# ---- im_port_arbiter ----
Figure 1. Met3 routing (im_port_arbiter).
Bar = 20 µm.
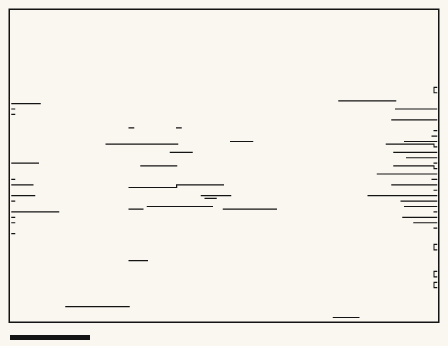
Figure 2. Cells by drive strength (im_port_arbiter).
Bar = 20 µm.
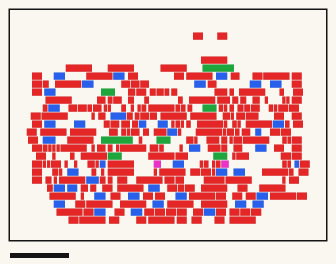
Figure 3. Placement view (im_port_arbiter).
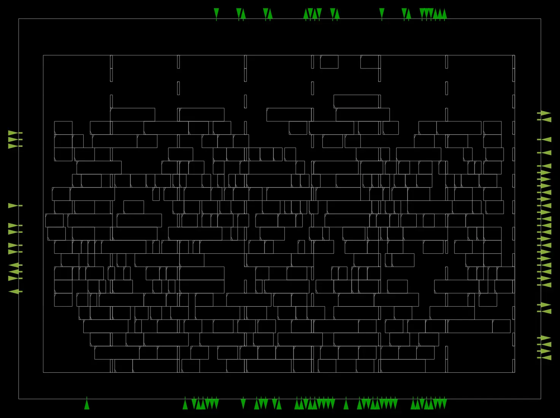
===== config.mk =====
export PLATFORM = sky130hd
export DESIGN_NAME = im_port_arbiter
export DESIGN_NICKNAME = d
export VERILOG_FILES = /design/src/rtl/im_port_arbiter.sv
export SDC_FILE = /design/constraint.sdc
export NUM_CORES = 1
export LEC_CHECK = 0
export CAP_MARGIN = 10
export CORE_ASPECT_RATIO = 0.7
export CORE_MARGIN = 5
export CORE_UTILIZATION = 40
export CTS_BUF_LIST = sky130_fd_sc_hd__clkbuf_8
export DETAILED_ROUTE_END_ITERATION = 16
export GPL_ROUTABILITY_DRIVEN = 0
export PLACE_DENSITY = 0.78
export SLEW_MARGIN = 20
export SYNTH_ARGS = -nofsm -noshare
export SYNTH_HDL_FRONTEND = slang
export SYNTH_SLANG_ARGS = --single-unit

===== constraint.sdc =====
create_clock -name clk -period 6.56 [get_ports clk]
set_clock_uncertainty 0.05 [all_clocks]
set_input_delay 1.968 -clock clk [delete_from_list [all_inputs] [get_ports clk]]
set_output_delay 1.968 -clock clk [all_outputs]
set_load 0.02 [all_outputs]

===== src/rtl/im_port_arbiter.sv =====
// im_port_arbiter: shares the single port of the 256x16 instruction RAM between
// the CPU fetch path and a byte-wide program loader. A load stalls fetch, packs
// byte pairs big-endian into 16-bit words and writes them from a base address.
// Optional build macro IM_CHECKSUM_EN adds o_ld_csum, a running 16-bit sum of
// the words written by the current/most recent load.
module im_port_arbiter #(
   parameter int ADDR_W = 8,
   parameter int DATA_W = 16
) (
   input  logic              clk,
   input  logic              rst,
   input  logic              i_cpu_req,
   input  logic [ADDR_W-1:0] i_cpu_addr,
   output logic              o_cpu_stall,
   output logic              o_cpu_valid,
   output logic [DATA_W-1:0] o_cpu_inst,
   input  logic              i_ld_start,
   input  logic [ADDR_W-1:0] i_ld_base,
   input  logic [ADDR_W:0]   i_ld_len,
   input  logic              i_ld_byte_valid,
   input  logic [7:0]        i_ld_byte,
   output logic              o_ld_byte_ready,
   output logic              o_ld_busy,
   output logic              o_ld_done,
   output logic              o_ld_err,
   output logic              o_mem_en,
   output logic              o_mem_we,
   output logic [ADDR_W-1:0] o_mem_addr,
   output logic [DATA_W-1:0] o_mem_wdata,
   input  logic [DATA_W-1:0] i_mem_rdata
`ifdef IM_CHECKSUM_EN
   ,
   output logic [15:0]       o_ld_csum
`endif
);

   typedef enum logic [2:0] {
      IDLE,
      LOAD_HI,
      LOAD_LO,
      WRITE,
      DONE
   } state_t;

   localparam logic [ADDR_W:0] ONE = (ADDR_W+1)'(1);

   state_t            r_state;
   logic [ADDR_W-1:0] r_base;
   logic [ADDR_W:0]   r_len;
   logic [ADDR_W:0]   r_count;
   logic [DATA_W-1:0] r_wdata;
   logic              r_valid;
   logic              r_err;

   logic              w_fetch;
   logic              w_loadStart;
   logic [ADDR_W-1:0] w_wrAddr;
   logic [ADDR_W:0]   w_countNext;

   // A fetch is only served in IDLE and only when no load start competes for the port.
   assign w_fetch     = (r_state == IDLE) & i_cpu_req & ~i_ld_start;
   assign w_loadStart = (r_state == IDLE) & i_ld_start & (i_ld_len != '0);
   // Address arithmetic is deliberately truncated so a load wraps 255 -> 0.
   assign w_wrAddr    = r_base + r_count[ADDR_W-1:0];
   assign w_countNext = r_count + ONE;

   assign o_cpu_stall     = (r_state != IDLE) | i_ld_start;
   assign o_cpu_valid     = r_valid;
   assign o_cpu_inst      = i_mem_rdata;
   assign o_ld_byte_ready = (r_state == LOAD_HI) | (r_state == LOAD_LO);
   assign o_ld_busy       = (r_state != IDLE);
   assign o_ld_done       = (r_state == DONE);
   assign o_ld_err        = r_err;
   assign o_mem_en        = w_fetch | (r_state == WRITE);
   assign o_mem_we        = (r_state == WRITE);
   assign o_mem_addr      = (r_state == WRITE) ? w_wrAddr :
                            (w_fetch ? i_cpu_addr : '0);
   assign o_mem_wdata     = r_wdata;

   // Main controller: load sequencing, word assembly and the fetch-valid / error pulses.
   always_ff @(posedge clk or posedge rst) begin
      if (rst) begin
         r_state <= IDLE;
         r_base  <= '0;
         r_len   <= '0;
         r_count <= '0;
         r_wdata <= '0;
         r_valid <= 1'b0;
         r_err   <= 1'b0;
      end else begin
         r_valid <= w_fetch;
         r_err   <= 1'b0;
         case (r_state)
            IDLE: begin
               if (i_ld_start) begin
                  if (i_ld_len != '0) begin
                     r_base  <= i_ld_base;
                     r_len   <= i_ld_len;
                     r_count <= '0;
                     r_state <= LOAD_HI;
                  end else begin
                     r_err <= 1'b1;
                  end
               end
            end
            LOAD_HI: begin
               if (i_ld_byte_valid) begin
                  r_wdata[DATA_W-1:8] <= i_ld_byte;
                  r_state             <= LOAD_LO;
               end
            end
            LOAD_LO: begin
               if (i_ld_byte_valid) begin
                  r_wdata[7:0] <= i_ld_byte;
                  r_state      <= WRITE;
               end
            end
            WRITE: begin
               r_count <= w_countNext;
               r_state <= (w_countNext == r_len) ? DONE : LOAD_HI;
            end
            DONE: begin
               r_state <= IDLE;
            end
            default: begin
               r_state <= IDLE;
            end
         endcase
      end
   end

`ifdef IM_CHECKSUM_EN
   logic [15:0] r_csum;

   assign o_ld_csum = r_csum;

   // Running checksum: restarts with each accepted load, accumulates every written word.
   always_ff @(posedge clk or posedge rst) begin
      if (rst) begin
         r_csum <= '0;
      end else if (w_loadStart) begin
         r_csum <= '0;
      end else if (r_state == WRITE) begin
         r_csum <= r_csum + r_wdata[15:0];
      end
   end
`endif

endmodule


==> summary.txt <==
Notes on the physical implementation.

- The run finished with clean final reports.
- Setup repair after global routing left no endpoint under its margin.
- Clock tree synthesis inserted a total of 5 buffers.
- The gate-level netlist out of Yosys references 43 unique cell types.
- The via count of the first global-routing pass is 2021.
- The post-placement setup slack is 0.660 ns, for reference.
- The layout inverter count without the clock tree is 10, for reference.
- After detailed placement, the design holds a cell count of ~390.
- Per the layout area report, the register area comes to 0.00118 mm².
- STA reports a reg2reg setup slack of 3.96 ns.
- The sum of buffers and inverters on the critical path is 2, for reference.
- The launching element type of the critical path is an input pin, for reference.
- After synthesis, flip-flops and latches occupy between 40% and 50% of the total area.
- The timing report shows that the slowest cell on the worst path is clkdlybuf4s50_1.
- Once layout is complete, the cells apart from fillers number 400.
- The first global-routing pass estimated 10300 µm of wire.
- There are around 47 flip-flops and latches.
- After synthesis, the largest area contributor takes up roughly 44% of total cell area.
- After layout the clock buffers and inverters come to 3.95% of cell area.
- The adder-cell area share of the yosys netlist is 4.51%, for reference.
- The type of the worst setup path is input pin to primary output, for reference.
- In this run the mean area of a mapped cell was around 10 µm².
- The area figure in the yosys stat output is about 0.0027 mm², for reference.
## Picture notes: Figure 1
nets with wire on the layer = 46
main direction = horizontal

## Picture notes: Figure 2
drive 2 -> blue  # cells 41, share 13%
drive 3 to 4 -> magenta  # cells 2, share 0.65%
drive 1 or less -> red  # cells 259, share 84%
drive 6 and up -> green  # cells 7, share 2.3%

## Picture notes: Figure 3
Layout Utilization: 54.4%
number of standard-cell rows in the floorplan: 24
core region area: 0.00634 mm²
filler cell count in the final layout: 565
Seq area share: 34.1%

-- metal layers --
metal / global-route usage (%) / vias to the layer above / wire, µm
met2: 22.2 / 56 / 2640
met1: 22.1 / 954 / 3060
met3: 3.85 / 9 / 354
met4: 3.91 / 0 / 55
li1: - / 990 / -
met5: 0 / - / 0
-- power groups by stage --
stage / Combinational (µW) / Sequential, µW / Clock, µW
after global routing: 847 / 517 / 271
after detailed placement: 783 / 507 / 0
after global placement: 762 / 500 / 0
after floorplan: 459 / 545 / 0
after CTS: 787 / 500 / 259
final: 778 / 501 / 254

# ---- count_seq_ctrl_flat ----
Figure 4. Cells by drive strength (count_seq_ctrl_flat).
Bar = 20 µm.
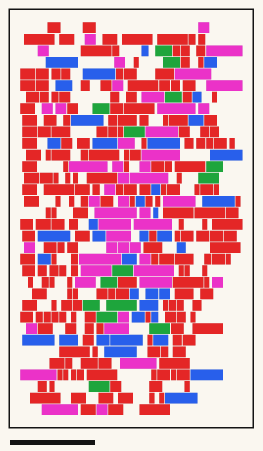
--- src/rtl/count_seq_ctrl_if.sv ---
// Control/status bundle for count_seq_ctrl.
//   master: drives ss, ud, sel_freq, load, loop, start_vl, stop_vl; observes status.
//   slave : the sequencer; drives count, tick, done, state, LED.
interface count_seq_ctrl_if;
  logic       ss;
  logic       ud;
  logic       sel_freq;
  logic       load;
  logic       loop;
  logic [3:0] start_vl;
  logic [3:0] stop_vl;
  logic [3:0] count;
  logic       tick;
  logic       done;
  logic [1:0] state;
  logic [7:0] LED;

  modport master (
    output ss, ud, sel_freq, load, loop, start_vl, stop_vl,
    input  count, tick, done, state, LED
  );

  modport slave (
    input  ss, ud, sel_freq, load, loop, start_vl, stop_vl,
    output count, tick, done, state, LED
  );
endinterface

--- src/rtl/count_seq_ctrl.sv ---
// Run/pause/load sequencer for the 4-bit start/stop LED counter. Single clock domain; a
// prescaler produces a one-cycle step enable instead of a gated clock.
//   clk_in  : system clock
//   rst     : synchronous active-high reset
//   bus_io  : slave side of count_seq_ctrl_if
//             inputs  ss, ud, sel_freq, load, loop, start_vl, stop_vl
//             outputs count, tick, done, state (IDLE=00 RUN=01 PAUSE=10 DONE=11),
//                     LED = {ud, done, pause, run, count}
module count_seq_ctrl #(
  parameter int unsigned DIV        = 100000000,
  parameter int unsigned FAST_SHIFT = 2
) (
  input logic            clk_in,
  input logic            rst,
  count_seq_ctrl_if.slave bus_io
);

  localparam int unsigned PW = $clog2(DIV);
  localparam logic [PW-1:0] TermSlow = PW'(DIV - 1);
  localparam logic [PW-1:0] TermFast = PW'((DIV >> FAST_SHIFT) - 1);

  typedef enum logic [1:0] {
    StIdle  = 2'b00,
    StRun   = 2'b01,
    StPause = 2'b10,
    StDone  = 2'b11
  } state_e;

  state_e        state_q, state_d;
  logic [3:0]    count_q, count_d;
  logic [PW-1:0] presc_q, presc_d;
  logic          tick_q, tick_d;
  logic          done_q;
  logic [7:0]    led_q;

  logic [PW-1:0] term;
  assign term = bus_io.sel_freq ? TermFast : TermSlow;

  always_comb begin
    state_d = state_q;
    count_d = count_q;
    presc_d = presc_q;
    tick_d  = 1'b0;
    case (state_q)
      StIdle: begin
        // Display follows the start switches while idle.
        count_d = bus_io.start_vl;
        presc_d = '0;
        if (!bus_io.ss) state_d = StRun;
      end
      StRun: begin
        if (bus_io.load) begin
          count_d = bus_io.start_vl;
          presc_d = '0;
        end else if (bus_io.ss) begin
          // Prescaler held so the partial period survives the pause.
          state_d = StPause;
        end else if (presc_q >= term) begin
          // >= so a switch to the fast rate mid-period still ticks promptly.
          presc_d = '0;
          tick_d  = 1'b1;
          if (count_q == bus_io.stop_vl) begin
            if (bus_io.loop) count_d = bus_io.start_vl;
            else             state_d = StDone;
          end else if (bus_io.ud) begin
            count_d = count_q + 4'd1;
          end else begin
            count_d = count_q - 4'd1;
          end
        end else begin
          presc_d = presc_q + 1'b1;
        end
      end
      StPause: begin
        if (bus_io.load) begin
          count_d = bus_io.start_vl;
          presc_d = '0;
        end else if (!bus_io.ss) begin
          state_d = StRun;
        end
      end
      StDone: begin
        presc_d = '0;
        if (bus_io.load) state_d = StIdle;
      end
      default: state_d = StIdle;
    endcase
  end

  always_ff @(posedge clk_in) begin
    if (rst) begin
      state_q <= StIdle;
      count_q <= 4'd0;
      presc_q <= '0;
      tick_q  <= 1'b0;
      done_q  <= 1'b0;
      led_q   <= 8'h00;
    end else begin
      state_q <= state_d;
      count_q <= count_d;
      presc_q <= presc_d;
      tick_q  <= tick_d;
      done_q  <= (state_d == StDone);
      led_q   <= {bus_io.ud, state_d == StDone, state_d == StPause, state_d == StRun, count_d};
    end
  end

  assign bus_io.count = count_q;
  assign bus_io.tick  = tick_q;
  assign bus_io.done  = done_q;
  assign bus_io.state = state_q;
  assign bus_io.LED   = led_q;

endmodule

--- src/flat_wrapper.sv ---
// flat-port wrapper written by rule: the top's interface ports become plain ports
module count_seq_ctrl_flat 
#(
  parameter int unsigned DIV        = 100000000,
  parameter int unsigned FAST_SHIFT = 2
)
  (clk_in, rst, bus_io_ss, bus_io_ud, bus_io_sel_freq, bus_io_load, bus_io_loop, bus_io_start_vl, bus_io_stop_vl, bus_io_count, bus_io_tick, bus_io_done, bus_io_state, bus_io_LED);
  count_seq_ctrl_if bus_io_i ();
  input logic clk_in;
  input logic rst;
  input wire logic [$bits(bus_io_i.ss)-1:0] bus_io_ss;
  input wire logic [$bits(bus_io_i.ud)-1:0] bus_io_ud;
  input wire logic [$bits(bus_io_i.sel_freq)-1:0] bus_io_sel_freq;
  input wire logic [$bits(bus_io_i.load)-1:0] bus_io_load;
  input wire logic [$bits(bus_io_i.loop)-1:0] bus_io_loop;
  input wire logic [$bits(bus_io_i.start_vl)-1:0] bus_io_start_vl;
  input wire logic [$bits(bus_io_i.stop_vl)-1:0] bus_io_stop_vl;
  output wire logic [$bits(bus_io_i.count)-1:0] bus_io_count;
  output wire logic [$bits(bus_io_i.tick)-1:0] bus_io_tick;
  output wire logic [$bits(bus_io_i.done)-1:0] bus_io_done;
  output wire logic [$bits(bus_io_i.state)-1:0] bus_io_state;
  output wire logic [$bits(bus_io_i.LED)-1:0] bus_io_LED;
  assign bus_io_i.ss = bus_io_ss;
  assign bus_io_i.ud = bus_io_ud;
  assign bus_io_i.sel_freq = bus_io_sel_freq;
  assign bus_io_i.load = bus_io_load;
  assign bus_io_i.loop = bus_io_loop;
  assign bus_io_i.start_vl = bus_io_start_vl;
  assign bus_io_i.stop_vl = bus_io_stop_vl;
  assign bus_io_count = bus_io_i.count;
  assign bus_io_tick = bus_io_i.tick;
  assign bus_io_done = bus_io_i.done;
  assign bus_io_state = bus_io_i.state;
  assign bus_io_LED = bus_io_i.LED;
  count_seq_ctrl #(.DIV(DIV), .FAST_SHIFT(FAST_SHIFT)) u_core (.clk_in(clk_in), .rst(rst), .bus_io(bus_io_i));
endmodule
--- config.mk ---
export PLATFORM = sky130hd
export DESIGN_NAME = count_seq_ctrl_flat
export DESIGN_NICKNAME = d
export VERILOG_FILES = /design/src/rtl/count_seq_ctrl_if.sv /design/src/rtl/count_seq_ctrl.sv /design/src/flat_wrapper.sv
export SDC_FILE = /design/constraint.sdc
export NUM_CORES = 1
export LEC_CHECK = 0
export CORE_AREA = 2 2 55 96
export DETAILED_ROUTE_END_ITERATION = 8
export DIE_AREA = 0 0 57 98
export GPL_TIMING_DRIVEN = 0
export PLACE_DENSITY = 0.72
export SLEW_MARGIN = 30
export SYNTH_ARGS = -nofsm -noshare
export SYNTH_HDL_FRONTEND = slang
export SYNTH_SLANG_ARGS = --single-unit
--- constraint.sdc ---
create_clock -name clk_in -period 2.1 [get_ports clk_in]
set_clock_uncertainty 0.2 [all_clocks]
set_input_delay 0.315 -clock clk_in [delete_from_list [all_inputs] [get_ports clk_in]]
set_output_delay 0.315 -clock clk_in [all_outputs]
set_load 0.05 [all_outputs]
==> summary.txt <==
Notes on the physical implementation.

- The script logs the ratio of routed vias to standard cells as about 5.8.
- The final clock period utilization by the worst path is 105%, for reference.
- The synthesis-to-finish area growth is 39.0%, for reference.
- The DRC violation count after routing is 0, for reference.
- The fraction of final layout cells with drive strength greater than 1 is 30.1%, for reference.
- The total wirelength of the detailed-routed design is 6370 µm, for reference.
- The checks that failed: setup timing.
- The peak per-stage delay on the critical path is ~0.35 ns, for reference.
- The mapped netlist covers 0.00236 mm².
- For this run, the script counts the antenna cells in the layout as 0.
- The critical path data required time is roughly 2.1 ns, for reference.
- The die is 57 µm wide.
- The total negative slack is -1.02 ns, for reference.
- The number of stages on the worst setup path is 8, for reference.
- The smallest hold slack is 0.314 ns, for reference.
- Yosys mapped the design onto 54 distinct sky130hd cell types.
- Nets still carrying antenna violations after routing amount to 0.
- The run finished, with violations left.
- The post-route worst setup slack is -0.102 ns, for reference.
- In this run the worst hold path is classified as register to register.
- The number of buffers and inverters on the critical path is 1.
- The met1 routing resource usage after global routing is 24.5%, for reference.
- The final setup violation count is 30, for reference.
- Note, the detailed placer reported a final HPWL of about 4300 µm.
- Dividing total power by cell area gives a power density of 497 mW/mm².
- Measured against its own limit, the worst slew margin works out to between 60% and 70%.
- Among all cell types in the netlist, the one instantiated most often is dfxtp_1.
- The power share of the combinational group is 21.3%, for reference.
- The adder-cell area share of the yosys netlist is 6.67%, for reference.
## Picture notes: Figure 4
drive 3 to 4 -> magenta  # cells 48, share 14%
drive 6 and up -> green  # cells 14, share 4.2%
drive 1 or less -> red  # cells 232, share 70%
drive 2 -> blue  # cells 38, share 11%

## final cells by class
| class | count | area (µm²) |
|---|---|---|
| buffer | 14 | 103 |
| clock buffer | 7 | 86.3 |
| tap | 54 | 67.6 |
| timing repair buffer | 51 | 468 |
| multi-input combinational | 215 | 1730 |
| inverter | 6 | 22.5 |
| clock inverter | 1 | 5.00 |
| sequential | 38 | 798 |
| fill | 392 | 1570 |
## tightest hold or removal path, delay by kind of cell (launching register included)
kind	cells	cell delay [ns]
DFF	1	0.35
and+or+nand+nor	1	0.07
xor gates and xnor gates	1	0.06

# ---- eeprom_loader_flat ----
Figure 5. Ports around the boundary (eeprom_loader_flat).
Bar = 20 µm. Pins as bars across the die edge, other pins in gray.
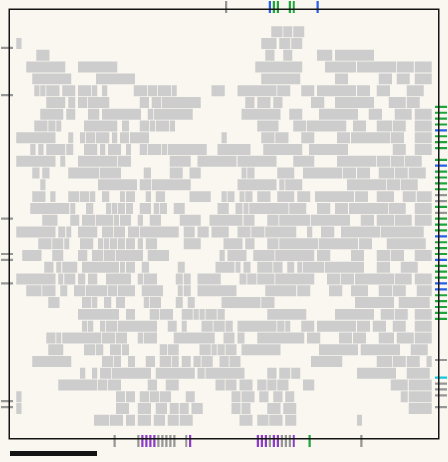
Figure 6. Placement view (eeprom_loader_flat).
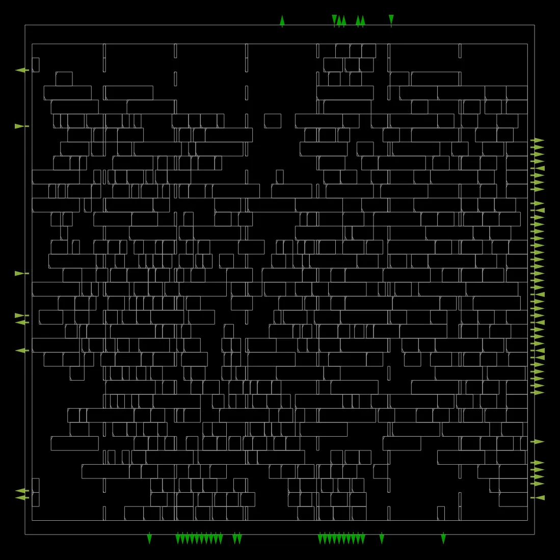
===== config.mk =====
export PLATFORM = sky130hd
export DESIGN_NAME = eeprom_loader_flat
export DESIGN_NICKNAME = d
export VERILOG_FILES = /design/src/rtl/eeprom_loader_if.sv /design/src/rtl/eeprom_loader.sv /design/src/flat_wrapper.sv
export SDC_FILE = /design/constraint.sdc
export NUM_CORES = 1
export LEC_CHECK = 0
export CORE_UTILIZATION = 40
export CTS_CLUSTER_DIAMETER = 80
export CTS_CLUSTER_SIZE = 28
export DETAILED_ROUTE_END_ITERATION = 16
export PLACE_DENSITY = 0.69
export REMOVE_ABC_BUFFERS = 1
export SETUP_SLACK_MARGIN = 0.4
export SYNTH_ARGS = -nofsm -noshare
export SYNTH_HDL_FRONTEND = slang
export SYNTH_SLANG_ARGS = --single-unit

===== constraint.sdc =====
create_clock -name clk -period 2.65 [get_ports clk]
set_input_delay 0.795 -clock clk [delete_from_list [all_inputs] [get_ports clk]]
set_output_delay 0.795 -clock clk [all_outputs]
set_load 0.03 [all_outputs]

===== src/rtl/eeprom_loader_if.sv =====
`default_nettype none
// ============================================================================
// Module      : eeprom_loader_if
// Description : Bundles the EEPROM byte-read handshake and the memory-bus
//               write port used by the boot loader.
//   eeprom_address   11  loader -> EEPROM engine byte address
//   eeprom_strobe     1  loader -> EEPROM engine one-cycle read request
//   eeprom_ready      1  EEPROM engine -> loader idle/data-valid level
//   eeprom_data       8  EEPROM engine -> loader read byte
//   mem_address      16  loader -> RAM byte address
//   mem_write        32  loader -> RAM write data
//   mem_write_mask    4  loader -> RAM active-low byte-lane mask
//   mem_bus_enable    1  loader -> RAM bus cycle request
//   mem_write_enable  1  loader -> RAM write qualifier
// Revision    : 1.0  initial release
// ============================================================================
interface eeprom_loader_if;
  logic [10:0] eeprom_address;
  logic        eeprom_strobe;
  logic        eeprom_ready;
  logic [7:0]  eeprom_data;
  logic [15:0] mem_address;
  logic [31:0] mem_write;
  logic [3:0]  mem_write_mask;
  logic        mem_bus_enable;
  logic        mem_write_enable;

  modport master (
    output eeprom_address, eeprom_strobe,
    input  eeprom_ready, eeprom_data,
    output mem_address, mem_write, mem_write_mask, mem_bus_enable, mem_write_enable
  );

  modport slave (
    input  eeprom_address, eeprom_strobe,
    output eeprom_ready, eeprom_data,
    input  mem_address, mem_write, mem_write_mask, mem_bus_enable, mem_write_enable
  );
endinterface
`default_nettype wire


===== src/rtl/eeprom_loader.sv =====
`default_nettype none
// ============================================================================
// Module      : eeprom_loader
// Description : Boot-time loader. Reads BYTE_COUNT bytes from the serial
//               EEPROM engine, packs them little-endian into 32-bit words and
//               writes them to RAM starting at LOAD_BASE, holding the CPU off
//               the bus meanwhile. Reports completion or handshake timeout.
//   clk       in   rising-edge clock
//   reset_n   in   asynchronous active-low reset
//   start     in   level-sampled load request (honoured in IDLE/DONE/ERROR)
//   busy      out  load in progress
//   done      out  sticky: load completed
//   error     out  sticky: EEPROM handshake timed out
//   cpu_hold  out  copy of busy
//   bus       master side of eeprom_loader_if (EEPROM + memory bus)
// Revision    : 1.0  initial release
// ============================================================================
module eeprom_loader #(
  parameter logic [15:0] LOAD_BASE      = 16'hc000,
  parameter logic [10:0] EEPROM_BASE    = 11'd0,
  parameter int          BYTE_COUNT     = 512,
  parameter int          TIMEOUT_CYCLES = 4095
) (
  input  logic             clk,
  input  logic             reset_n,
  input  logic             start,
  output logic             busy,
  output logic             done,
  output logic             error,
  output logic             cpu_hold,
  eeprom_loader_if.master  bus
);

  localparam logic [3:0] S_IDLE       = 4'd0;
  localparam logic [3:0] S_STROBE     = 4'd1;
  localparam logic [3:0] S_WAIT_BUSY  = 4'd2;
  localparam logic [3:0] S_WAIT_READY = 4'd3;
  localparam logic [3:0] S_CAPTURE    = 4'd4;
  localparam logic [3:0] S_WRITE_0    = 4'd5;
  localparam logic [3:0] S_WRITE_1    = 4'd6;
  localparam logic [3:0] S_DONE       = 4'd7;
  localparam logic [3:0] S_ERROR      = 4'd8;

  localparam logic [10:0] C_LAST_IDX = 11'(BYTE_COUNT - 1);
  localparam logic [11:0] C_TMO_MAX  = 12'(TIMEOUT_CYCLES);

  logic [3:0]  state_q, state_d;
  logic [10:0] idx_q,   idx_d;
  logic [31:0] wbuf_q,  wbuf_d;
  logic [3:0]  lanes_q, lanes_d;
  logic [11:0] tmo_q,   tmo_d;
  logic        busy_q,  busy_d;
  logic        done_q,  done_d;
  logic        error_q, error_d;

  // State register
  always_ff @(posedge clk or negedge reset_n) begin
    if (!reset_n) begin
      state_q <= S_IDLE;
      idx_q   <= '0;
      wbuf_q  <= '0;
      lanes_q <= '0;
      tmo_q   <= '0;
      busy_q  <= 1'b0;
      done_q  <= 1'b0;
      error_q <= 1'b0;
    end else begin
      state_q <= state_d;
      idx_q   <= idx_d;
      wbuf_q  <= wbuf_d;
      lanes_q <= lanes_d;
      tmo_q   <= tmo_d;
      busy_q  <= busy_d;
      done_q  <= done_d;
      error_q <= error_d;
    end
  end

  // Next-state logic
  always_comb begin
    state_d = state_q;
    idx_d   = idx_q;
    wbuf_d  = wbuf_q;
    lanes_d = lanes_q;
    tmo_d   = tmo_q;
    busy_d  = busy_q;
    done_d  = done_q;
    error_d = error_q;
    case (state_q)
      S_IDLE, S_DONE, S_ERROR: begin
        if (start) begin
          done_d  = 1'b0;
          error_d = 1'b0;
          idx_d   = '0;
          wbuf_d  = '0;
          lanes_d = '0;
          busy_d  = 1'b1;
          state_d = S_STROBE;
        end
      end
      S_STROBE: begin
        tmo_d   = '0;
        state_d = S_WAIT_BUSY;
      end
      S_WAIT_BUSY: begin
        if (!bus.eeprom_ready) begin
          tmo_d   = '0;
          state_d = S_WAIT_READY;
        end else if (tmo_q == C_TMO_MAX) begin
          error_d = 1'b1;
          busy_d  = 1'b0;
          state_d = S_ERROR;
        end else begin
          tmo_d = tmo_q + 12'd1;
        end
      end
      S_WAIT_READY: begin
        if (bus.eeprom_ready) begin
          // Latch on the first ready-high cycle so the byte is taken exactly
          // when the engine declares it valid.
          wbuf_d[{idx_q[1:0], 3'b000} +: 8] = bus.eeprom_data;
          lanes_d[idx_q[1:0]]               = 1'b1;
          state_d                           = S_CAPTURE;
        end else if (tmo_q == C_TMO_MAX) begin
          error_d = 1'b1;
          busy_d  = 1'b0;
          state_d = S_ERROR;
        end else begin
          tmo_d = tmo_q + 12'd1;
        end
      end
      S_CAPTURE: begin
        if ((idx_q[1:0] == 2'd3) || (idx_q == C_LAST_IDX)) begin
          state_d = S_WRITE_0;
        end else begin
          idx_d   = idx_q + 11'd1;
          state_d = S_STROBE;
        end
      end
      S_WRITE_0: begin
        state_d = S_WRITE_1;
      end
      S_WRITE_1: begin
        wbuf_d  = '0;
        lanes_d = '0;
        if (idx_q == C_LAST_IDX) begin
          done_d  = 1'b1;
          busy_d  = 1'b0;
          state_d = S_DONE;
        end else begin
          idx_d   = idx_q + 11'd1;
          state_d = S_STROBE;
        end
      end
      default: state_d = S_IDLE;
    endcase
  end

  // Output logic
  always_comb begin
    busy                 = busy_q;
    done                 = done_q;
    error                = error_q;
    cpu_hold             = busy_q;
    // Address is derived from idx, which only moves on the way into STROBE,
    // so it stays stable across the whole handshake.
    bus.eeprom_address   = busy_q ? (EEPROM_BASE + idx_q) : '0;
    bus.eeprom_strobe    = (state_q == S_STROBE);
    bus.mem_address      = '0;
    bus.mem_write        = '0;
    bus.mem_write_mask   = 4'hf;
    bus.mem_bus_enable   = 1'b0;
    bus.mem_write_enable = 1'b0;
    if (state_q == S_WRITE_0) begin
      bus.mem_address      = LOAD_BASE + {5'd0, idx_q[10:2], 2'b00};
      bus.mem_write        = wbuf_q;
      bus.mem_write_mask   = ~lanes_q;
      bus.mem_bus_enable   = 1'b1;
      bus.mem_write_enable = 1'b1;
    end
  end

endmodule
`default_nettype wire


===== src/flat_wrapper.sv =====
// flat-port wrapper written by rule: the top's interface ports become plain ports
module eeprom_loader_flat 
#(
  parameter logic [15:0] LOAD_BASE      = 16'hc000,
  parameter logic [10:0] EEPROM_BASE    = 11'd0,
  parameter int          BYTE_COUNT     = 512,
  parameter int          TIMEOUT_CYCLES = 4095
)
  (clk, reset_n, start, busy, done, error, cpu_hold, bus_eeprom_address, bus_eeprom_strobe, bus_eeprom_ready, bus_eeprom_data, bus_mem_address, bus_mem_write, bus_mem_write_mask, bus_mem_bus_enable, bus_mem_write_enable);
  eeprom_loader_if bus_i ();
  input  logic clk;
  input  logic reset_n;
  input  logic start;
  output logic busy;
  output logic done;
  output logic error;
  output logic cpu_hold;
  output wire logic [$bits(bus_i.eeprom_address)-1:0] bus_eeprom_address;
  output wire logic [$bits(bus_i.eeprom_strobe)-1:0] bus_eeprom_strobe;
  input wire logic [$bits(bus_i.eeprom_ready)-1:0] bus_eeprom_ready;
  input wire logic [$bits(bus_i.eeprom_data)-1:0] bus_eeprom_data;
  output wire logic [$bits(bus_i.mem_address)-1:0] bus_mem_address;
  output wire logic [$bits(bus_i.mem_write)-1:0] bus_mem_write;
  output wire logic [$bits(bus_i.mem_write_mask)-1:0] bus_mem_write_mask;
  output wire logic [$bits(bus_i.mem_bus_enable)-1:0] bus_mem_bus_enable;
  output wire logic [$bits(bus_i.mem_write_enable)-1:0] bus_mem_write_enable;
  assign bus_eeprom_address = bus_i.eeprom_address;
  assign bus_eeprom_strobe = bus_i.eeprom_strobe;
  assign bus_i.eeprom_ready = bus_eeprom_ready;
  assign bus_i.eeprom_data = bus_eeprom_data;
  assign bus_mem_address = bus_i.mem_address;
  assign bus_mem_write = bus_i.mem_write;
  assign bus_mem_write_mask = bus_i.mem_write_mask;
  assign bus_mem_bus_enable = bus_i.mem_bus_enable;
  assign bus_mem_write_enable = bus_i.mem_write_enable;
  eeprom_loader #(.LOAD_BASE(LOAD_BASE), .EEPROM_BASE(EEPROM_BASE), .BYTE_COUNT(BYTE_COUNT), .TIMEOUT_CYCLES(TIMEOUT_CYCLES)) u_core (.clk(clk), .reset_n(reset_n), .start(start), .busy(busy), .done(done), .error(error), .cpu_hold(cpu_hold), .bus(bus_i));
endmodule

==> summary.txt <==
Notes on the physical implementation.

- The flow ran to the end, and the final reports show no timing, DRC or antenna violations.
- The core utilization before placement is 42.2%, for reference.
- The path class of the lowest-slack min-delay path is input pin to async pin, for reference.
- The average wire per cell in the routed design is 16.2 µm, for reference.
- Per report_power, the top consumer among the power groups is combinational cells.
- The buffer_ports step reported a buffer count of 76.
- Once layout is complete, the cells apart from fillers number roughly 600.
- The multi-input logic area is 0.00206 mm², for reference.
- The largest registers in the layout are u_core.wbuf_q x32, u_core.tmo_q x12, u_core.idx_q x11.
- For met3 alone, demand over resource in global routing was 5.11%.
- The most frequently used library cell after synthesis is dfrtp_1.
- In this build the clock could be raised as far as 0.408 GHz.
- The fraction of synthesized area in multiplexers is 0.267%, for reference.
- The worst path in the final design needs a cycle of 2.45 ns, including I/O delays and setup.
- At the worst endpoint, the required time is 1.86 ns.
- For this run, asynchronously set or reset flops after synthesis account for 100%.
- The smallest hold slack is 0.434 ns, for reference.
- The register bit count reported by yosys is approximately 66, for reference.
- The flip-flop count of the largest register after layout is 32, for reference.
Notes on Figure 5 above:
bus_mem_write -> green  # pins 32, direction output, edge 27 east, 4 north, 1 south
bus_eeprom_address -> purple  # pins 11, direction output, edge south
bus_mem_write_enable -> cyan  # pins 1, direction output, edge east
bus_eeprom_data -> blue  # pins 8, direction input, edge 6 east, 2 north
all pins by edge = 42 east, 25 south, 8 west, 7 north

Notes on Figure 6 above:
number of standard-cell rows in the floorplan: 34
core region area: 0.00889 mm²
layout sequential cell count: 66
Layout Utilization: 58.9%

==> what timing repair did <==
item                                    4_1_cts  5_1_grt
resized                                      76       59
gates cloned                                  2        1
setup buffers                                 9        0
pin swaps                                     1       15
hold buffers                                  0        0
endpoints found under the setup margin       90       90
==> layout make-up <==
| class | instances | area share [%] |
|---|---|---|
| Multi-Input combinational cell | 291 | 39.4 |
| Clock inverter | 5 | 1.63 |
| Sequential cell | 66 | 31.6 |
| Tap cell | 108 | 2.58 |
| Clock buffer | 11 | 2.70 |
| Timing Repair Buffer | 108 | 21.5 |
| Inverter | 8 | 0.574 |

# ---- shared_reg_arbiter ----
==> config.mk <==
export PLATFORM = sky130hd
export DESIGN_NAME = shared_reg_arbiter
export DESIGN_NICKNAME = d
export VERILOG_FILES = /design/src/rtl/arb_pkg.sv /design/src/rtl/shared_reg_arbiter_rr_pick.sv /design/src/rtl/shared_reg_arbiter.sv
export SDC_FILE = /design/constraint.sdc
export NUM_CORES = 1
export LEC_CHECK = 0
export CORE_AREA = 5 5 57 59
export CTS_BUF_LIST = sky130_fd_sc_hd__clkbuf_8
export DETAILED_ROUTE_END_ITERATION = 8
export DIE_AREA = 0 0 62 64
export GPL_TIMING_DRIVEN = 1
export PLACE_DENSITY = 0.85
export SYNTH_ARGS = -nofsm -noshare
export SYNTH_HDL_FRONTEND = slang
export SYNTH_SLANG_ARGS = --single-unit
==> constraint.sdc <==
create_clock -name CLK -period 4 [get_ports CLK]
set_input_delay 0.4 -clock CLK [delete_from_list [all_inputs] [get_ports CLK]]
set_output_delay 0.4 -clock CLK [all_outputs]
set_load 0.01 [all_outputs]
==> src/rtl/arb_pkg.sv <==
// Shared types and helpers for the round-robin shared-register arbiter.
package arb_pkg;

    localparam int DEF_NREQ     = 4;
    localparam int DEF_WIDTH    = 8;
    localparam int DEF_MAX_HOLD = 4;

    typedef enum logic [1:0] {
        S_IDLE = 2'd0,
        S_OWN  = 2'd1,
        S_TURN = 2'd2
    } state_t;

    // Requester index reached by stepping 'off' places past 'base', wrapping at n.
    function automatic int unsigned rr_index(input int unsigned base,
                                             input int unsigned off,
                                             input int unsigned n);
        return (base + off) % n;
    endfunction

    // Bit 'pos' of the one-hot code for index 'idx'.
    function automatic logic onehot_bit(input int unsigned idx, input int unsigned pos);
        return idx == pos;
    endfunction

endpackage

==> src/rtl/shared_reg_arbiter_rr_pick.sv <==
// Round-robin pick: first requester after OWNER, wrapping.
// Latency: combinational. Backpressure: none, pure function of REQ and OWNER.
// Valid flag low when no request is pending.
module rr_pick
    import arb_pkg::*;
#(
    parameter int NREQ = DEF_NREQ
) (
    input  logic [NREQ-1:0]         REQ,
    input  logic [$clog2(NREQ)-1:0] OWNER,
    output logic [$clog2(NREQ)-1:0] pick,
    output logic                    pick_vld
);

    localparam int OW = $clog2(NREQ);

    logic [OW-1:0] cand;

    // Scan farthest-first so the nearest requester after OWNER wins last.
    always_comb begin
        pick     = '0;
        pick_vld = 1'b0;
        cand     = '0;
        for (int off = NREQ; off >= 1; off--) begin
            cand = OW'(rr_index(32'(OWNER), 32'(off), 32'(NREQ)));
            if (REQ[cand]) begin
                pick     = cand;
                pick_vld = 1'b1;
            end
        end
    end

endmodule

==> src/rtl/shared_reg_arbiter.sv <==
// Round-robin owner arbitration and write sequencing for one shared register.
// Latency: grant 1 cycle after request; write lands 1 cycle after owner WR; 1-cycle gap on hand-over.
// Backpressure: requesters hold REQ until granted; owner is preempted after MAX_HOLD cycles if others wait.
module shared_reg_arbiter
    import arb_pkg::*;
#(
    parameter int NREQ     = DEF_NREQ,
    parameter int WIDTH    = DEF_WIDTH,
    parameter int MAX_HOLD = DEF_MAX_HOLD
) (
    input  logic                    CLK,
    input  logic                    RESET_L,
    input  logic [NREQ-1:0]         REQ,
    input  logic [NREQ-1:0]         WR,
    input  logic [NREQ*WIDTH-1:0]   WDATA,
    output logic [NREQ-1:0]         GNT,
    output logic [$clog2(NREQ)-1:0] OWNER,
    output logic                    BUSY,
    output logic [WIDTH-1:0]        Q
);

    localparam int OW = $clog2(NREQ);
    localparam int HW = (MAX_HOLD > 1) ? $clog2(MAX_HOLD) : 1;
    localparam logic [HW-1:0] HOLD_LAST = HW'(MAX_HOLD - 1);

    state_t        state;
    logic [HW-1:0] hold;
    logic [OW-1:0] pick;
    logic          pick_vld;
    logic [NREQ-1:0] pick_oh;

    logic             own_req;
    logic             own_wr;
    logic [WIDTH-1:0] own_dat;
    logic             others_wait;

    rr_pick #(.NREQ(NREQ)) u_pick (
        .REQ      (REQ),
        .OWNER    (OWNER),
        .pick     (pick),
        .pick_vld (pick_vld)
    );

    for (genvar i = 0; i < NREQ; i++) begin : g_oh
        assign pick_oh[i] = onehot_bit(32'(pick), i);
    end

    assign own_req     = REQ[OWNER];
    assign own_wr      = WR[OWNER];
    assign own_dat     = WDATA[OWNER*WIDTH +: WIDTH];
    // GNT is the owner's one-hot while in OWN, so this masks the owner out.
    assign others_wait = |(REQ & ~GNT);
    assign BUSY        = (state != S_IDLE);

    always_ff @(posedge CLK or negedge RESET_L) begin
        if (!RESET_L) begin
            state <= S_IDLE;
            GNT   <= '0;
            OWNER <= OW'(NREQ - 1);
            hold  <= '0;
            Q     <= '0;
        end else begin
            case (state)
                S_IDLE, S_TURN: begin
                    GNT <= '0;
                    if (pick_vld) begin
                        state <= S_OWN;
                        GNT   <= pick_oh;
                        OWNER <= pick;
                        hold  <= '0;
                    end else begin
                        state <= S_IDLE;
                    end
                end
                S_OWN: begin
                    if (!own_req) begin
                        state <= S_TURN;
                        GNT   <= '0;
                    end else begin
                        if (own_wr) begin
                            Q <= own_dat;
                        end
                        if (hold == HOLD_LAST && others_wait) begin
                            state <= S_TURN;
                            GNT   <= '0;
                        end else if (hold != HOLD_LAST) begin
                            hold <= hold + HW'(1);
                        end
                    end
                end
                default: begin
                    state <= S_IDLE;
                    GNT   <= '0;
                end
            endcase
        end
    end

endmodule
Figure 7. Met3 routing (shared_reg_arbiter).
Bar = 20 µm.
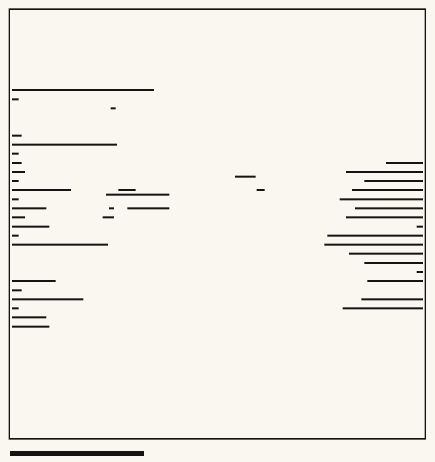
nets with wire on the layer = 44
wire length on this layer = 276 µm

Figure 8. Ports around the boundary (shared_reg_arbiter).
Bar = 20 µm. Pins as bars across the die edge, other pins in gray.
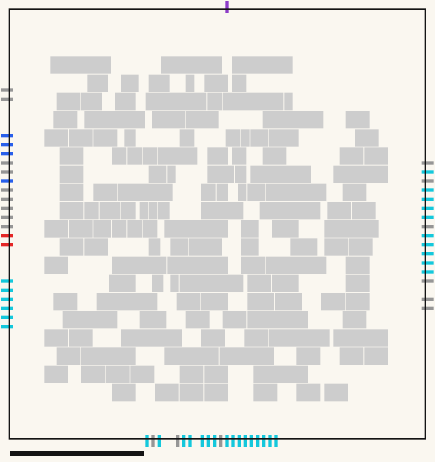
OWNER -> red  # pins 2, direction output, edge west
WDATA -> cyan  # pins 32, direction input, edge 16 south, 10 east, 6 west
BUSY -> purple  # pins 1, direction output, edge north
GNT -> blue  # pins 4, direction output, edge west

Figure 9. Placement view (shared_reg_arbiter).
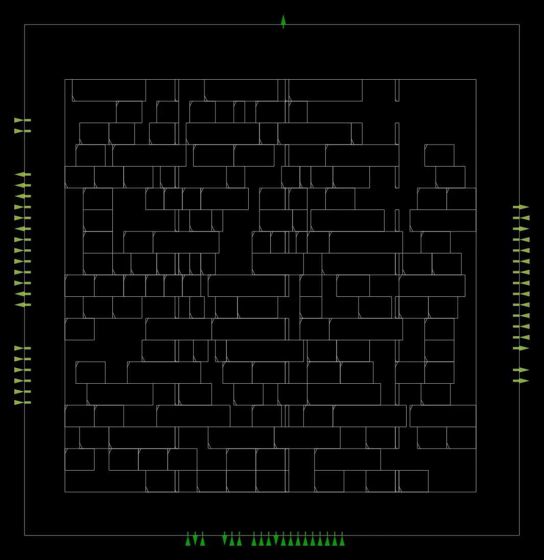
number of cells in the finished layout apart from fillers: 174
well-tap cell count: 31
Seq area share: 25.9%
filler cell count in the final layout: 217
Layout Utilization: 65.6%

==> summary.txt <==
Notes on the physical implementation.

- The total negative slack is 0 ns, for reference.
- The post-synthesis area per instance is roughly 13 µm², for reference.
- The final critical path takes up 51.6% of the cycle.
- The average wire per cell in the routed design is 17.7 µm, for reference.
- The number of antenna violations at the first check in global routing is 0.
- The highest fanout seen on the critical path is 14, for reference.
- The uppermost metal layer occupied by signal nets is met4, for reference.
- During placement, the flow inserted port buffers numbering 56.
- The largest delay contributor family on the critical path is flip-flops, for reference.
- The worst hold path depth is 1, for reference.
- The flow ran to the end, and the final reports show no timing, DRC or antenna violations.
- The core utilization before placement is 41.9%, for reference.
- The HPWL reported at the end of detailed placement is 2530 µm, for reference.
- Once the clock tree was built, the resizer swapped 0 gates to a different size.
- The overall power is 1140 µW, for reference.
- The skew report gives the latency at the later pin of the worst-skew pair as 0.25 ns.
- The register bank with the most flops is Q, for reference.
- The cell count listed in synth_stat.txt is between 80 and 90, for reference.
- Per the CTS log, the maximum H-tree level is 1.
- The fraction of synthesized area in multiplexers is 28.3%, for reference.
- In the final run the clock tree shows a worst skew of around 0.0019 ns.
- The final timing report gives a worst setup slack of 1.94 ns.
- The OpenROAD report gives the critical path a data arrival time of 1.66 ns.
- The path class of the lowest-slack min-delay path is register to register, for reference.
==> cell type report <==
| class | instances | area, µm² |
|---|---|---|
| timing repair buffer | 56 | 561 |
| clock buffer | 3 | 41.3 |
| multi-input combinational | 65 | 649 |
| fill | 217 | 916 |
| clock inverter | 1 | 3.75 |
| sequential | 18 | 453 |
| tap | 31 | 38.8 |
==> report_power, final <==
part | leakage (µW) | total (µW) | switching (µW) | internal [µW]
Clock | 0.0000269 | 125 | 57.2 | 68.0
Combinational | 0.000433 | 617 | 232 | 385
Sequential | 0.000220 | 398 | 118 | 279
Total | 0.000680 | 1140 | 407 | 733

# ---- viterbi_traceback_flat ----
Figure 10. Met3 routing (viterbi_traceback_flat).
Bar = 20 µm.
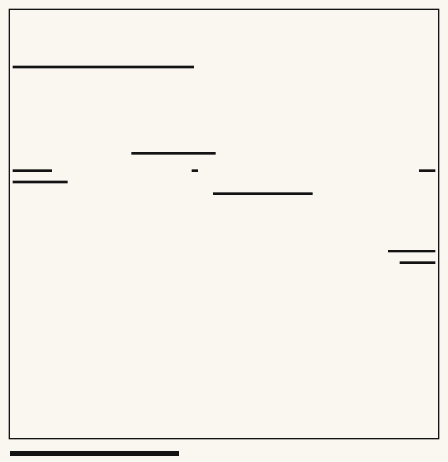
<file path="src/rtl/viterbi_pkg.sv">
// ============================================================================
// Module      : viterbi_pkg
// Description : Shared types and constants for the Viterbi traceback slice.
// Revision    : 1.0 - initial release
// ============================================================================
`default_nettype none

package viterbi_pkg;

  typedef logic [1:0] st_t;

  typedef enum logic [1:0] {
    IDLE  = 2'd0,
    TRACE = 2'd1,
    DONE  = 2'd2
  } fsm_t;

  localparam int TB_DEPTH_DEF = 8;

  // Guard against a zero-width counter when depth is 1.
  function automatic int cnt_width(input int depth);
    return (depth > 1) ? $clog2(depth) : 1;
  endfunction

  localparam int CNT_W = cnt_width(TB_DEPTH_DEF);

endpackage

`default_nettype wire

</file>
<file path="src/rtl/viterbi_traceback_if.sv">
// ============================================================================
// Module      : viterbi_traceback_if
// Description : Survivor-memory to traceback bus, with decoded-word return.
// Revision    : 1.0 - initial release
// ============================================================================
`default_nettype none

interface viterbi_traceback_if #(
  parameter int TB_DEPTH = viterbi_pkg::TB_DEPTH_DEF
);
  import viterbi_pkg::*;

  logic                en_trbk;
  st_t                 i_slt_node;
  st_t                 i_bck_prev_st_00;
  st_t                 i_bck_prev_st_10;
  st_t                 i_bck_prev_st_01;
  st_t                 i_bck_prev_st_11;
  logic [TB_DEPTH-1:0] o_data;
  logic                o_done;

  modport master (
    output en_trbk, i_slt_node,
    output i_bck_prev_st_00, i_bck_prev_st_10, i_bck_prev_st_01, i_bck_prev_st_11,
    input  o_data, o_done
  );

  modport slave (
    input  en_trbk, i_slt_node,
    input  i_bck_prev_st_00, i_bck_prev_st_10, i_bck_prev_st_01, i_bck_prev_st_11,
    output o_data, o_done
  );

endinterface

`default_nettype wire

</file>
<file path="src/rtl/trbk_prev_mux.sv">
// ============================================================================
// Module      : trbk_prev_mux
// Description : 4:1 predecessor select indexed by the current trellis state.
// Revision    : 1.0 - initial release
// ============================================================================
`default_nettype none

module trbk_prev_mux
  import viterbi_pkg::*;
(
  input  wire st_t i_sel,
  input  wire st_t i_prev_00,
  input  wire st_t i_prev_10,
  input  wire st_t i_prev_01,
  input  wire st_t i_prev_11,
  output st_t      o_prev
);

  always_comb begin
    o_prev = i_prev_00;
    case (i_sel)
      2'b00:   o_prev = i_prev_00;
      2'b01:   o_prev = i_prev_01;
      2'b10:   o_prev = i_prev_10;
      default: o_prev = i_prev_11;
    endcase
  end

endmodule

`default_nettype wire

</file>
<file path="src/rtl/viterbi_traceback.sv">
// ============================================================================
// Module      : viterbi_traceback
// Description : 4-state Viterbi traceback, one stage per clock, TB_DEPTH-bit
//               decoded word. TRACEBACK_REVERSE_EN selects bit-reversed output.
// Revision    : 1.0 - initial release
// ============================================================================
`default_nettype none

module viterbi_traceback
  import viterbi_pkg::*;
#(
  parameter int TB_DEPTH = TB_DEPTH_DEF
) (
  input  wire                  clk,
  input  wire                  rst,
  viterbi_traceback_if.slave   bus
);

  localparam int                C_CNT_W = cnt_width(TB_DEPTH);
  localparam logic [C_CNT_W-1:0] C_LAST = C_CNT_W'(TB_DEPTH - 1);

  fsm_t                r_state, w_state_nxt;
  st_t                 r_cur_st, w_cur_nxt;
  logic [C_CNT_W-1:0]  r_cnt, w_cnt_nxt;
  logic [TB_DEPTH-1:0] r_data, w_data_nxt;
  logic                r_done, w_done_nxt;
  st_t                 w_prev;
  logic [C_CNT_W-1:0]  w_bit_idx;

  trbk_prev_mux u_prev_mux (
    .i_sel     (r_cur_st),
    .i_prev_00 (bus.i_bck_prev_st_00),
    .i_prev_10 (bus.i_bck_prev_st_10),
    .i_prev_01 (bus.i_bck_prev_st_01),
    .i_prev_11 (bus.i_bck_prev_st_11),
    .o_prev    (w_prev)
  );

`ifdef TRACEBACK_REVERSE_EN
  assign w_bit_idx = r_cnt;
`else
  // Newest bit lands in the MSB so o_data[i] is the bit of trellis time i.
  assign w_bit_idx = C_LAST - r_cnt;
`endif

  always_ff @(posedge clk) begin
    if (rst) begin
      r_state  <= IDLE;
      r_cur_st <= '0;
      r_cnt    <= '0;
      r_data   <= '0;
      r_done   <= 1'b0;
    end else begin
      r_state  <= w_state_nxt;
      r_cur_st <= w_cur_nxt;
      r_cnt    <= w_cnt_nxt;
      r_data   <= w_data_nxt;
      r_done   <= w_done_nxt;
    end
  end

  always_comb begin
    w_state_nxt = r_state;
    w_cur_nxt   = r_cur_st;
    w_cnt_nxt   = r_cnt;
    w_data_nxt  = r_data;
    w_done_nxt  = r_done;
    case (r_state)
      IDLE: begin
        if (bus.en_trbk) begin
          w_cur_nxt   = bus.i_slt_node;
          w_cnt_nxt   = '0;
          w_data_nxt  = '0;
          w_state_nxt = TRACE;
        end
      end
      TRACE: begin
        if (!bus.en_trbk) begin
          w_state_nxt = IDLE;
        end else begin
          w_data_nxt[w_bit_idx] = r_cur_st[1];
          w_cur_nxt             = w_prev;
          w_cnt_nxt             = r_cnt + 1'b1;
          if (r_cnt == C_LAST) begin
            w_state_nxt = DONE;
            w_done_nxt  = 1'b1;
          end
        end
      end
      DONE: begin
        if (!bus.en_trbk) begin
          w_state_nxt = IDLE;
          w_done_nxt  = 1'b0;
        end
      end
      default: w_state_nxt = IDLE;
    endcase
  end

  assign bus.o_data = r_data;
  assign bus.o_done = r_done;

endmodule

`default_nettype wire

</file>
<file path="src/flat_wrapper.sv">
// flat-port wrapper written by rule: the top's interface ports become plain ports
module viterbi_traceback_flat import viterbi_pkg::*;
#(
  parameter int TB_DEPTH = TB_DEPTH_DEF
)
  (clk, rst, bus_en_trbk, bus_i_slt_node, bus_i_bck_prev_st_00, bus_i_bck_prev_st_10, bus_i_bck_prev_st_01, bus_i_bck_prev_st_11, bus_o_data, bus_o_done);
  viterbi_traceback_if #(.TB_DEPTH(TB_DEPTH)) bus_i ();
  input  wire clk;
  input  wire rst;
  input wire logic [$bits(bus_i.en_trbk)-1:0] bus_en_trbk;
  input wire logic [$bits(bus_i.i_slt_node)-1:0] bus_i_slt_node;
  input wire logic [$bits(bus_i.i_bck_prev_st_00)-1:0] bus_i_bck_prev_st_00;
  input wire logic [$bits(bus_i.i_bck_prev_st_10)-1:0] bus_i_bck_prev_st_10;
  input wire logic [$bits(bus_i.i_bck_prev_st_01)-1:0] bus_i_bck_prev_st_01;
  input wire logic [$bits(bus_i.i_bck_prev_st_11)-1:0] bus_i_bck_prev_st_11;
  output wire logic [$bits(bus_i.o_data)-1:0] bus_o_data;
  output wire logic [$bits(bus_i.o_done)-1:0] bus_o_done;
  assign bus_i.en_trbk = bus_en_trbk;
  assign bus_i.i_slt_node = bus_i_slt_node;
  assign bus_i.i_bck_prev_st_00 = bus_i_bck_prev_st_00;
  assign bus_i.i_bck_prev_st_10 = bus_i_bck_prev_st_10;
  assign bus_i.i_bck_prev_st_01 = bus_i_bck_prev_st_01;
  assign bus_i.i_bck_prev_st_11 = bus_i_bck_prev_st_11;
  assign bus_o_data = bus_i.o_data;
  assign bus_o_done = bus_i.o_done;
  viterbi_traceback #(.TB_DEPTH(TB_DEPTH)) u_core (.clk(clk), .rst(rst), .bus(bus_i));
endmodule
</file>
<file path="config.mk">
export PLATFORM = sky130hd
export DESIGN_NAME = viterbi_traceback_flat
export DESIGN_NICKNAME = d
export VERILOG_FILES = /design/src/rtl/viterbi_pkg.sv /design/src/rtl/viterbi_traceback_if.sv /design/src/rtl/trbk_prev_mux.sv /design/src/rtl/viterbi_traceback.sv /design/src/flat_wrapper.sv
export SDC_FILE = /design/constraint.sdc
export NUM_CORES = 1
export LEC_CHECK = 0
export CAP_MARGIN = 40
export CORE_UTILIZATION = 35
export CTS_CLUSTER_DIAMETER = 80
export CTS_CLUSTER_SIZE = 20
export DETAILED_ROUTE_END_ITERATION = 6
export PLACE_DENSITY_LB_ADDON = 0.25
export SLEW_MARGIN = 30
export SYNTH_ARGS = -nofsm -noshare
export SYNTH_HDL_FRONTEND = slang
export SYNTH_HIERARCHICAL = 1
export SYNTH_SLANG_ARGS = --single-unit
</file>
<file path="constraint.sdc">
create_clock -name clk -period 1.4 [get_ports clk]
set_input_delay 0.42 -clock clk [delete_from_list [all_inputs] [get_ports clk]]
set_output_delay 0.42 -clock clk [all_outputs]
set_load 0.005 [all_outputs]
</file>
==> summary.txt <==
Notes on the physical implementation.

- The flow ran to the end, and the final reports show no timing, DRC or antenna violations.
- The warning count from the yosys run is 6, for reference.
- The post-synth tally of flip-flops with integrated enable is 0, for reference.
- Across all stage logs, warnings added up to 26.
- The number of stages on the worst setup path is 4, for reference.
- Per report_power, the Sequential row totals 473 µW.
- Setup violations remaining at the end of the flow were counted as 0.
- In the Yosys report, the sequential cells make up approximately 39% of the chip area.
- The number of antenna violations at the first check in global routing was 0.
- The synthesis report gives the async set-or-reset register share as 0%.
- The clock network burns 28.0% of the power.
- Per the final report, max-transition violations number 0.
- The beginning of the critical path is bus_i_bck_prev_st_11[0], for reference.
- Per the synthesis report, the single largest cell type by area occupies 38.7% of cell area.
- Per the synth stats, the flop cell with the highest instance count is dfxtp_1.
- The setup path with the least slack is of type input pin to register.
- The via count of the first global-routing pass is 718, for reference.
- Sorting the synthesized cells by area gives the leading types as dfxtp_1 39%, a22o_1 8.5%, mux4_1 6.4%.
- The area figure in the yosys stat output is 827 µm², for reference.
- The synthesis stat section lists a flop and latch total of 16.
- The detailed route wirelength on metal2 is 805 µm, for reference.
- Among cell families on the critical path, the largest total delay comes from multiplexers.
- The worst-case IR drop observed on VDD is 0.639 mV.
- The count of boundary I/O pins is 22, for reference.
- The flop share of the area is a little under a third, for reference.
- The net count entering floorplan is 97, for reference.
About Figure 10:
main direction = horizontal
share of all routed wire = 3.7%
nets with wire on the layer = 7
wire length on this layer = 63.9 µm

==> cell families after synthesis <==
logic type | Yosys count | share of synthesized area [%]
buf+inv | 8 | 7.87
flops | 16 | 38.7
fa+ha+maj | 2 | 3.03
compound gates | 24 | 20.4
simple gates | 27 | 20.0
mux | 5 | 9.98
==> placed cells by master, fill, tap and decap left out, types with 3 or more instances in the layout <==
cell and instances:
dfxtp_1 7, a21oi_1 3, dlygate4sd2_1 9, clkdlybuf4s50_1 10, buf_4 8, nor2_1 4, nand2_1 5, mux2i_1 3
dfxtp_2 9, a22o_1 8, clkbuf_4 3, nor3b_1 3, o22ai_1 8, and3b_1 3


==> gallery <==
Routed metal, one color a layer.
Bar = 20 µm.
Plate I
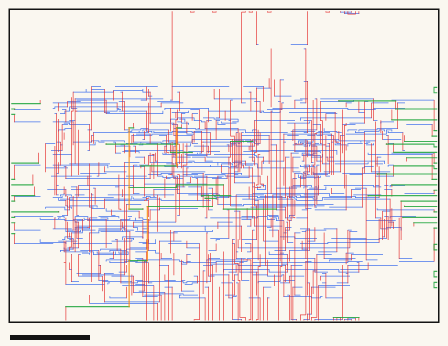
Plate II
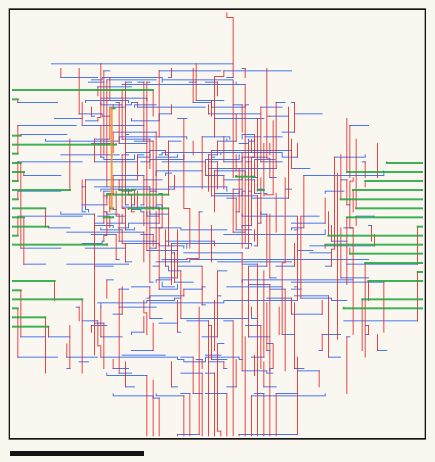
Plate III
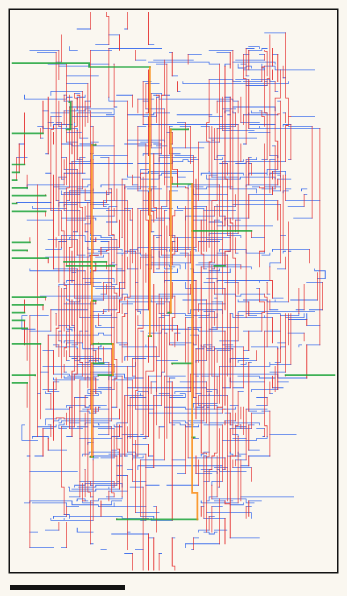
Plate IV
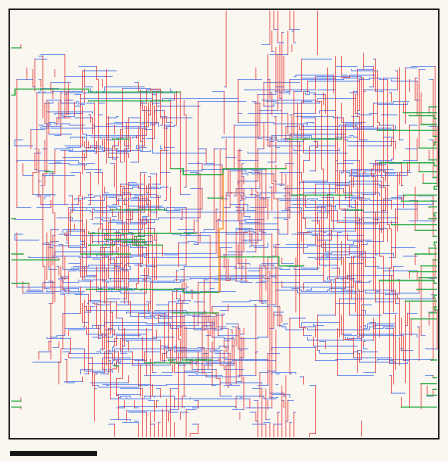
Plate V
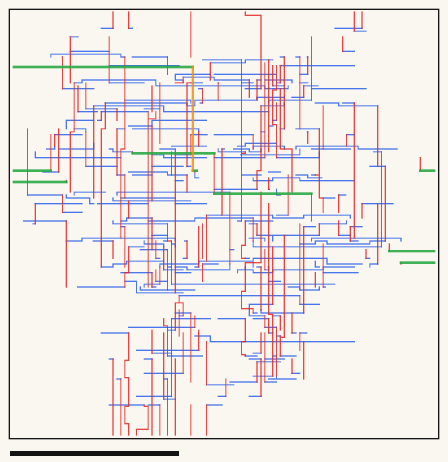
Plate III comes from count_seq_ctrl_flat.
Plate V comes from viterbi_traceback_flat.
Plate I comes from im_port_arbiter.
Plate IV comes from eeprom_loader_flat.
Plate II comes from shared_reg_arbiter.
The one with the largest die is Plate IV.

Key to Plate II:
met4 -> orange  # wire length 15.0 µm
met2 -> red  # wire length 1530 µm
met3 -> green  # wire length 276 µm
met1 -> blue  # wire length 1250 µm


==> screenshots <==
Cells by drive strength.
Bar = 20 µm.
picture 1
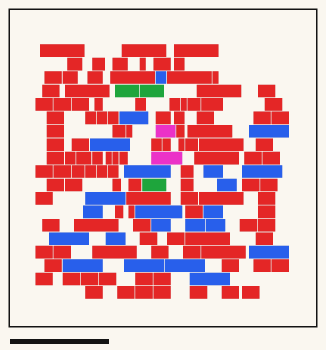
picture 2
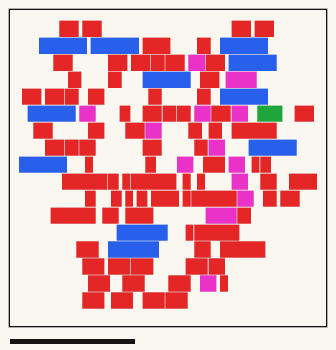
picture 3
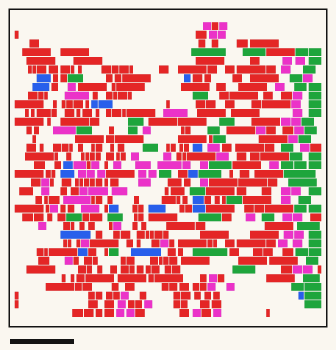
The one with the smallest die is picture 2.
- picture 3 = eeprom_loader_flat
- picture 2 = viterbi_traceback_flat
- picture 1 = shared_reg_arbiter

Key to picture 3:
drive 2 -> blue  # cells 17, share 3.5%
drive 1 or less -> red  # cells 336, share 69%
drive 6 and up -> green  # cells 59, share 12%
drive 3 to 4 -> magenta  # cells 77, share 16%

Power and IR drop assume default switching activity.
